==================== block 1
Figure 1. Wiring by layer (block 1).
Drawn at 3 px/um. Only two layers are drawn.
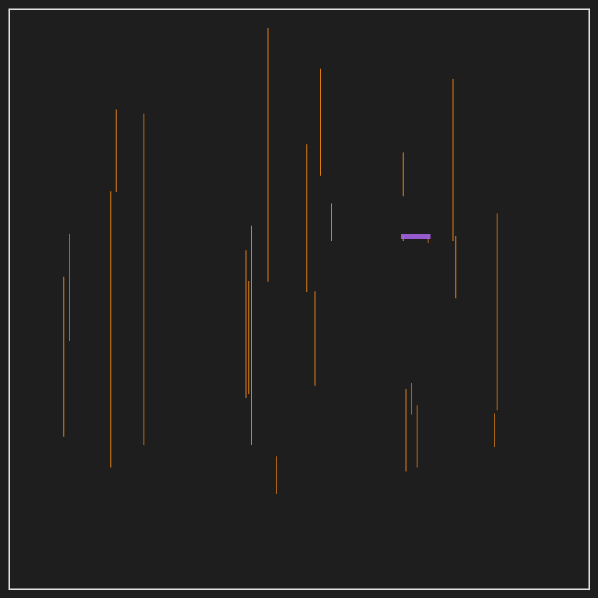
Figure 2. Layout detail (block 1).
Window x 135 to 155, y 135 to 155 um. Cells in grey, sequential cells in the stronger grey; small squares are vias.
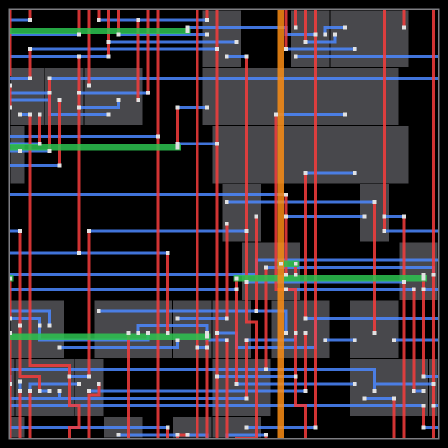
**config.mk**
```make
export PLATFORM = sky130hd
export DESIGN_NAME = alu_share_arbiter
export DESIGN_NICKNAME = d
export VERILOG_FILES = /design/src/rtl/alu_share_arbiter.sv
export SDC_FILE = /design/constraint.sdc
export NUM_CORES = 1
export LEC_CHECK = 0
export ABC_CLOCK_PERIOD_IN_PS = 8910
export CORE_UTILIZATION = 30
export DETAILED_ROUTE_END_ITERATION = 16
export GPL_TIMING_DRIVEN = 0
export PLACE_DENSITY_LB_ADDON = 0.15
export SLEW_MARGIN = 20
export SYNTH_ARGS = -nofsm -noshare
export SYNTH_HDL_FRONTEND = slang
export SYNTH_SLANG_ARGS = --single-unit
```
**constraint.sdc**
```tcl
create_clock -name clock -period 8.91 [get_ports clock]
set_input_delay 1.782 -clock clock [delete_from_list [all_inputs] [get_ports clock]]
set_output_delay 1.782 -clock clock [all_outputs]
set_load 0.005 [all_outputs]
```
**src/rtl/alu_share_arbiter.sv**
```systemverilog
// Two-requester front end for a single MIPSALU: round-robin grant, operand latch,
// one-cycle execute and a registered, id-tagged response channel.

module MIPSALU (
   input  logic [3:0]  ALUctl,
   input  logic [31:0] A,
   input  logic [31:0] B,
   output logic [31:0] ALUOut,
   output logic        Zero
);
   always_comb begin
      ALUOut = 32'd0;
      case (ALUctl)
         4'b0000: ALUOut = A & B;
         4'b0001: ALUOut = A | B;
         4'b0010: ALUOut = A + B;
         4'b0110: ALUOut = A - B;
         4'b0111: ALUOut = ($signed(A) < $signed(B)) ? 32'd1 : 32'd0;
         4'b1100: ALUOut = ~(A | B);
         default: ALUOut = 32'd0;
      endcase
   end

   assign Zero = (ALUOut == 32'd0);
endmodule

module alu_share_arbiter #(
   parameter bit RR_INIT = 1'b0,
   parameter int CNT_W   = 16
) (
   input  logic             clock,
   input  logic             reset,
   input  logic             req0_valid,
   output logic             req0_ready,
   input  logic [3:0]       req0_ctl,
   input  logic [31:0]      req0_a,
   input  logic [31:0]      req0_b,
   input  logic             req1_valid,
   output logic             req1_ready,
   input  logic [3:0]       req1_ctl,
   input  logic [31:0]      req1_a,
   input  logic [31:0]      req1_b,
   output logic             rsp_valid,
   input  logic             rsp_ready,
   output logic             rsp_id,
   output logic [31:0]      rsp_result,
   output logic             rsp_zero,
   output logic             rsp_err,
   output logic             busy,
   output logic [CNT_W-1:0] op_count,
   output logic [1:0]       dbg_state
);
   typedef enum logic [1:0] {
      S_IDLE = 2'd0,
      S_EXEC = 2'd1,
      S_RESP = 2'd2
   } state_t;

   localparam logic [CNT_W-1:0] CNT_ONE = CNT_W'(1);

   state_t           r_state;
   state_t           w_next;
   logic             r_ptr;
   logic [3:0]       r_ctl;
   logic [31:0]      r_a;
   logic [31:0]      r_b;
   logic             r_id;
   logic [31:0]      r_result;
   logic             r_zero;
   logic             r_err;
   logic [CNT_W-1:0] r_count;

   logic             w_gnt_id;
   logic             w_accept;
   logic             w_rsp_hs;
   logic             w_legal;
   logic [31:0]      w_alu_out;
   logic             w_alu_zero;

   // Handshakes: a transfer happens in any cycle where valid and ready are both
   // high at the rising edge; valid must not wait on ready, ready may depend on valid.
   assign w_gnt_id = (req0_valid && req1_valid) ? r_ptr : req1_valid;
   assign w_rsp_hs = (r_state == S_RESP) && rsp_ready;
   assign w_legal  = (r_ctl inside {4'b0000, 4'b0001, 4'b0010, 4'b0110, 4'b0111, 4'b1100});

   MIPSALU u_alu (
      .ALUctl (r_ctl),
      .A      (r_a),
      .B      (r_b),
      .ALUOut (w_alu_out),
      .Zero   (w_alu_zero)
   );

   always_ff @(posedge clock or negedge reset) begin
      if (!reset) r_state <= S_IDLE;
      else        r_state <= w_next;
   end

   always_comb begin
      w_next     = r_state;
      w_accept   = 1'b0;
      req0_ready = 1'b0;
      req1_ready = 1'b0;
      case (r_state)
         S_IDLE: begin
            if (req0_valid || req1_valid) begin
               w_accept   = 1'b1;
               req0_ready = ~w_gnt_id;
               req1_ready = w_gnt_id;
               w_next     = S_EXEC;
            end
         end
         S_EXEC:  w_next = S_RESP;
         S_RESP:  if (rsp_ready) w_next = S_IDLE;
         default: w_next = S_IDLE;
      endcase
   end

   always_ff @(posedge clock or negedge reset) begin
      if (!reset) begin
         r_ptr    <= RR_INIT;
         r_ctl    <= 4'd0;
         r_a      <= 32'd0;
         r_b      <= 32'd0;
         r_id     <= 1'b0;
         r_result <= 32'd0;
         r_zero   <= 1'b0;
         r_err    <= 1'b0;
         r_count  <= '0;
      end else begin
         if (w_accept) begin
            r_id  <= w_gnt_id;
            r_ctl <= w_gnt_id ? req1_ctl : req0_ctl;
            r_a   <= w_gnt_id ? req1_a   : req0_a;
            r_b   <= w_gnt_id ? req1_b   : req0_b;
         end
         if (r_state == S_EXEC) begin
            // Illegal codes report a zero result flagged as an error.
            r_result <= w_legal ? w_alu_out  : 32'd0;
            r_zero   <= w_legal ? w_alu_zero : 1'b1;
            r_err    <= ~w_legal;
         end
         if (w_rsp_hs) begin
            if (r_count != '1) r_count <= r_count + CNT_ONE;
            r_ptr <= ~r_id;
         end
      end
   end

   assign rsp_valid  = (r_state == S_RESP);
   assign rsp_id     = r_id;
   assign rsp_result = r_result;
   assign rsp_zero   = r_zero;
   assign rsp_err    = r_err;
   assign busy       = (r_state != S_IDLE);
   assign op_count   = r_count;
   assign dbg_state  = r_state;
endmodule

```
==> impl_metrics.toml <==
# yosys + openroad results
[outcome]
outcome = "finished, violations left"
violations = "DRC"

[cells_and_area]
final_layout_top_logic_cells = "clkdlybuf4s50_1 (196), inv_1 (140), dfrtp_1 (122), nand2_1 (111), ha_1 (109)"
final_cells = 2016
fill_cells = 3706
logic_area_um2 = 6970
comb_area_frac = 0.4963
area_growth_pct = 28.59
clkCellAreaFrac = 0.03813
largest_cell_class = "multi-input combinational cells"

[yosys]
ys_sh_adder = 0.1285
ys_cells = 1326
syn_area_um2 = 10920
top_logic_kind = "AND-OR/OR-AND gates"
synthSimpleGateAreaFrac = 0.1757
synth.distinct_cells = 92
synthFlopType = "dfrtp_1"
async_flop_share = 1.000

[clock_tree]
cts_tree = "built"
cts_root_buf = "clkbuf_16"
cts_resized = 0
postCtsSetupRepairBufs = 0
holdBufCountCts = 0
cts_made_buffers = 17

[critical_path]
timing.rr.end = "rsp_zero"
reg2reg_slack_ps = 4230
cpLargestDelayFamily = "buffers and inverters"
reg2reg_from = "r_a[0]"
worstSetupPathType = "in2out"
ff2ff_path_depth = 14
crit_path_end = "req0_ready"

[detailed_routing]
ant_nets = 0
routed-wl-met2_um = 18890
drt_iter0_drc = 1059
drc = 14
vias_per_cell = 5.579
wire_per_inst_um = 22.20
topRoutingLayerUsed = "met5"

[die]
core_area_um2 = 35660
chipArea_um2 = 37170
taps = 461
die_w_um = 192.8
die_h_um = 192.8

[global_route]
grt_usage = 0.2448
met1_usage = 0.3469
globalRoute.busiestLayer = "met2"
grt-ovfl-total = 0

[timing]
setup_viol = 0
rsz0062_at_grt = "false"
hold_violations = 0
tns_ps = 0
maxSlewHeadroom = 0.3139

[run]
tool_warnings = 102

[place]
gp_congestion = 0.9611
dp_hpwl_um = 36640
placedCellCount = 1985

[min_path]
hp-class = "reg2reg"
Notes on Figure 1 above:
orange -> metal 4  # wire length 927 um
purple -> metal 5  # wire length 8.30 um

Notes on Figure 2 above:
blue -> metal 1
orange -> metal 4
red -> metal 2
green -> metal 3
cells with their middle in the window = 22
most frequent = a21oi_1 (3)
sequential cells in the window = 0

## cell usage after synthesis, types with 14 or more instances
library cell / count / area share
clkbuf_1: 53 / 0.018
nand4_1: 22 / 0.013
nand3_1: 23 / 0.011
dfrtp_1: 122 / 0.28
nand2_1: 111 / 0.038
inv_1: 140 / 0.048
buf_2: 21 / 0.0096
a21o_1: 17 / 0.012
a31oi_1: 16 / 0.0092
nor2_1: 94 / 0.032
nor4_1: 18 / 0.010
a222oi_1: 40 / 0.037
a21oi_1: 78 / 0.036
o21ai_0: 89 / 0.041
mux2i_1: 34 / 0.031
nor3_1: 25 / 0.011
nor2b_1: 14 / 0.0080
ha_1: 109 / 0.12
o31ai_1: 15 / 0.010
a221o_1: 16 / 0.015
a22o_1: 20 / 0.016
## per-stage QoR
step	setup slack (ps)	cell area, um2	total power [mW]
finish	2638	14040	6.163
global route	2475	14040	6.660
CTS	2541	14040	6.104
detailed placement	2550	13510	5.405
global placement	954.7	13470	5.386
floorplan	4301	10920	3.865
## report_power, final
part / switching [mW] / internal, mW / leakage [nW]
logic: 2.87 / 1.59 / 4.42
registers: 0.258 / 0.771 / 1.55
clock network: 0.287 / 0.379 / 0.255
total: 3.42 / 2.74 / 6.22

==================== block 2
==> config.mk <==
export PLATFORM = sky130hd
export DESIGN_NAME = ex_div
export DESIGN_NICKNAME = d
export VERILOG_FILES = /design/src/rtl/ex_div_pkg.sv /design/src/rtl/ex_div.sv
export SDC_FILE = /design/constraint.sdc
export NUM_CORES = 1
export LEC_CHECK = 0
export CAP_MARGIN = 15
export CORE_ASPECT_RATIO = 0.5
export CORE_MARGIN = 8
export CORE_UTILIZATION = 30
export CTS_CLUSTER_SIZE = 8
export DETAILED_ROUTE_END_ITERATION = 12
export PLACE_DENSITY_LB_ADDON = 0.05
export REMOVE_ABC_BUFFERS = 1
export SLEW_MARGIN = 30
export SYNTH_ARGS = -nofsm -noshare
export SYNTH_HDL_FRONTEND = slang
export SYNTH_SLANG_ARGS = --single-unit
==> constraint.sdc <==
create_clock -name clk -period 8.4 [get_ports clk]
set_input_delay 1.26 -clock clk [delete_from_list [all_inputs] [get_ports clk]]
set_output_delay 1.26 -clock clk [all_outputs]
set_load 0.02 [all_outputs]
==> src/rtl/ex_div_pkg.sv <==
// ============================================================================
// Module : ex_div_pkg
// Brief  : Shared types and opcodes for the EX-stage iterative divider.
// Rev    : 1.0
// ============================================================================
`default_nettype none

package ex_div_pkg;

    // Divider FSM states
    typedef enum logic [1:0] {
        DIV_FREE    = 2'd0,
        DIV_BY_ZERO = 2'd1,
        DIV_ON      = 2'd2,
        DIV_END     = 2'd3
    } div_state_e;

    // ALU opcodes that the EX stage routes to this unit
    localparam logic [7:0] c_ALUOP_DIV  = 8'b00011010;
    localparam logic [7:0] c_ALUOP_DIVU = 8'b00011011;

endpackage : ex_div_pkg

`default_nettype wire

==> src/rtl/ex_div.sv <==
// ============================================================================
// Module : ex_div
// Brief  : Iterative radix-2 restoring divider (DIV/DIVU), start/ready handshake.
// Rev    : 1.0
// ============================================================================
`default_nettype none

module ex_div
    import ex_div_pkg::*;
#(
    parameter int WIDTH = 32,
    parameter int CNT_W = 6
) (
    input  logic                 clk,
    input  logic                 rst,
    input  logic                 signed_i,
    input  logic [WIDTH-1:0]     opdata1_i,
    input  logic [WIDTH-1:0]     opdata2_i,
    input  logic                 start_i,
    input  logic                 annul_i,
    output logic                 busy_o,
    output logic                 ready_o,
    output logic [2*WIDTH-1:0]   result_o
);

    div_state_e           r_state;
    div_state_e           w_state_nxt;
    logic [WIDTH-1:0]     r_dvd;      // dividend bits shift out MSB-first, quotient bits shift in
    logic [WIDTH-1:0]     r_dsr;
    logic [WIDTH-1:0]     r_rem;
    logic [CNT_W-1:0]     r_cnt;
    logic                 r_neg1;
    logic                 r_neg2;
    logic [2*WIDTH-1:0]   r_result;

    logic                 w_accept;
    logic                 w_neg1;
    logic                 w_neg2;
    logic [WIDTH-1:0]     w_abs1;
    logic [WIDTH-1:0]     w_abs2;
    logic [WIDTH:0]       w_trial;
    logic                 w_qbit;
    logic [WIDTH-1:0]     w_rem_nxt;
    logic [WIDTH-1:0]     w_quo_nxt;
    logic [WIDTH-1:0]     w_quo_fix;
    logic [WIDTH-1:0]     w_rem_fix;
    logic                 w_last;

    assign w_accept = start_i & ~annul_i;
    assign w_neg1   = signed_i & opdata1_i[WIDTH-1];
    assign w_neg2   = signed_i & opdata2_i[WIDTH-1];
    assign w_abs1   = w_neg1 ? -opdata1_i : opdata1_i;
    assign w_abs2   = w_neg2 ? -opdata2_i : opdata2_i;

    // No borrow out of the WIDTH+1-bit trial means the divisor fits: keep it.
    assign w_trial   = {r_rem, r_dvd[WIDTH-1]} - {1'b0, r_dsr};
    assign w_qbit    = ~w_trial[WIDTH];
    assign w_rem_nxt = w_qbit ? w_trial[WIDTH-1:0] : {r_rem[WIDTH-2:0], r_dvd[WIDTH-1]};
    assign w_quo_nxt = {r_dvd[WIDTH-2:0], w_qbit};
    assign w_last    = (r_cnt == CNT_W'(WIDTH - 1));

    // Remainder follows the dividend sign; MIN/-1 wraps back to MIN.
    assign w_quo_fix = (r_neg1 ^ r_neg2) ? -w_quo_nxt : w_quo_nxt;
    assign w_rem_fix = r_neg1 ? -w_rem_nxt : w_rem_nxt;

    always_comb begin
        w_state_nxt = r_state;
        case (r_state)
            DIV_FREE: begin
                if (w_accept) begin
                    w_state_nxt = (opdata2_i == '0) ? DIV_BY_ZERO : DIV_ON;
                end
            end
            DIV_BY_ZERO: w_state_nxt = annul_i ? DIV_FREE : DIV_END;
            DIV_ON: begin
                if (annul_i) begin
                    w_state_nxt = DIV_FREE;
                end else if (w_last) begin
                    w_state_nxt = DIV_END;
                end
            end
            DIV_END:  w_state_nxt = start_i ? DIV_END : DIV_FREE;
            default:  w_state_nxt = DIV_FREE;
        endcase
    end

    always_ff @(posedge clk) begin
        if (rst) begin
            r_state  <= DIV_FREE;
            r_dvd    <= '0;
            r_dsr    <= '0;
            r_rem    <= '0;
            r_cnt    <= '0;
            r_neg1   <= 1'b0;
            r_neg2   <= 1'b0;
            r_result <= '0;
        end else begin
            r_state <= w_state_nxt;
            case (r_state)
                DIV_FREE: begin
                    if (w_accept) begin
                        r_dvd  <= w_abs1;
                        r_dsr  <= w_abs2;
                        r_rem  <= '0;
                        r_cnt  <= '0;
                        r_neg1 <= w_neg1;
                        r_neg2 <= w_neg2;
                    end
                end
                DIV_BY_ZERO: r_result <= '0;
                DIV_ON: begin
                    if (!annul_i) begin
                        r_rem <= w_rem_nxt;
                        r_dvd <= w_quo_nxt;
                        r_cnt <= r_cnt + CNT_W'(1);
                        if (w_last) begin
                            r_result <= {w_rem_fix, w_quo_fix};
                        end
                    end
                end
                DIV_END: begin
                    if (!start_i) begin
                        r_result <= '0;
                    end
                end
                default: ;
            endcase
        end
    end

    assign busy_o   = (r_state == DIV_BY_ZERO) || (r_state == DIV_ON);
    assign ready_o  = (r_state == DIV_END);
    assign result_o = r_result;

endmodule : ex_div

`default_nettype wire

Figure 3. Wiring by layer (block 2).
Drawn at 2 px/um. Only two layers are drawn.
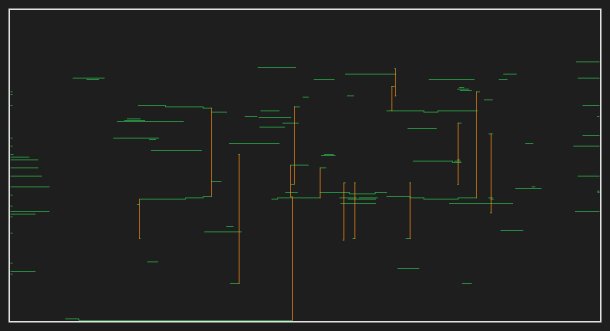
orange -> metal 4  # wire length 494 um
green -> metal 3  # wire length 1110 um

## report_power, final
part,switching [mW],internal [mW],leakage (nW)
logic,0.997,0.476,3.44
registers,0.0682,0.883,1.38
clock network,0.412,0.456,0.300
## final cells by class
class	count	area, um2	area share
multi-input cells	1262	7720	0.5485
clock buffers	17	425.4	0.03023
well taps	530	663.1	0.04712
repair buffers	145	1421	0.1010
flip-flops and latches	170	3403	0.2418
clock inverters	15	206.4	0.01467
inverters	62	235.2	0.01671
## layer usage
metal / track usage / vias to the layer above / wire, um
li1: - / 5746 / -
met3: 0.02575 / 33 / 1111
met2: 0.2977 / 166 / 19190
met4: 0.03446 / 0 / 493
met5: 0 / - / 0
met1: 0.2251 / 5296 / 18900
## state kept, by name (all words and copies together) (netlist names)
signal / count
result_o: 64
r_rem: 32
r_dvd: 32
r_state: 2
r_neg2: 1
r_cnt: 6
r_neg1: 1
r_dsr: 32
## cell usage after synthesis (all sizes together) (37+ instances only)
cell type and count:
nand2 234, nor2 176, dfxtp 170, a21oi 145, o21ai 130, xnor2 87
clkbuf 65, inv 62, xor2 57, ha 42, a211oi 40, nor3 39
a22oi 37
==> impl_metrics.toml <==
# yosys + openroad results
[clock_tree]
postCtsSetupRepairBufs = 0
clockBufferDepth = 2
h-tree-depth = 4
cts_tree = "built"
cts_root_buf = "clkbuf_16"
cts_made_buffers = 17

[die]
io_pins = 135
num_rows = 51
chipArea_um2 = 45860
fp_util = 0.3023
core_area_um2 = 38610

[yosys]
ys_cells = 1580
yosysWarnings = 0
netlist_instances = 1580
aoi_share = 0.2578
syn_area_um2 = 11670
syn_area_per_cell_um2 = 7.388
async_flop_share = 0
top_cell_area_share = 0.2916
synth.distinct_cells = 84
edf_count = 0
ys_chip_area_um2 = 11670
top_area_cell = "dfxtp_1"
synthSimpleGateAreaFrac = 0.2247

[critical_path]
worstPathArrival_ps = 5620
crit_path_end = "result_o[62]"
worstPathCellList = "inv_1 > ha_1 > fa_1 > nand2b_2 > a211oi_4 > o21ai_2 > o31ai_4 > a32o_2 > nor2_8 > inv_4 > nor2_1 > a21oi_1 > ha_1 > inv_1 > nor3_1 > mux2_2 > o2111ai_1 > o41ai_1 > xor2_1 > o21ai_1"
cpLargestDelayFamily = "AND-OR/OR-AND gates"
startpoint_type = "flop"
cp.depth = 20
crit_start = "r_dvd[31]"
reg2reg_slack_ps = 3130
cp_max_fo = 36
worstSetupPathType = "reg2reg"
max_stage_delay_ps = 420
cp.required_ps = 8740

[place]
placed_cell_area_um2 = 13440
dp_hpwl_um = 30030
preCtsSetupSlack_ps = 3198
gp_congestion = 0.8206

[timing]
setup_viol = 0
skew_ps = 21.43
maxSlewHeadroom = 0.3169
final.min_clock_period_ps = 5274
tns_ps = 0
layout_setup_ws_ps = 3126
max_slew.worst_pin.slew_ps = 1022
rsz0062_at_grt = "false"
finalCritPeriodShare = 0.6279

[min_path]
min_to = "result_o[38]"
hp-class = "reg2reg"
hold_start = "result_o[38]"

[detailed_routing]
vias_per_cell = 5.107
ant_nets = 0
vias = 11241

[cells_and_area]
final_cells = 2201
fill_cells = 4103
fin_util = 0.3646
diodes = 0

[global_route]
grt_usage = 0.1717
grt_pass1_wl_um = 62760

[outcome]
outcome = "completed"

[power]
ir_worst_vdd_v = 0.0001632


==> screenshots <==
Clock nets.
panel A
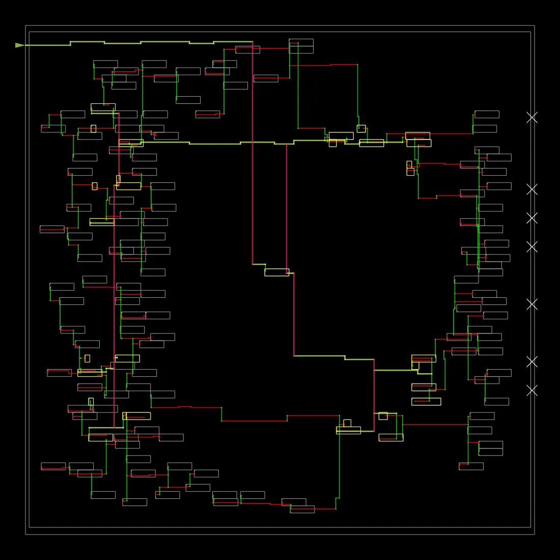
panel B
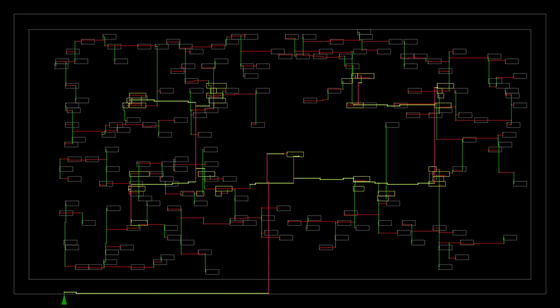
Of these, most sequential cells: panel B
For block 2, see panel B.
For block 1, see panel A.

Power figures rest on the tool's default switching activity, not on a simulated workload.
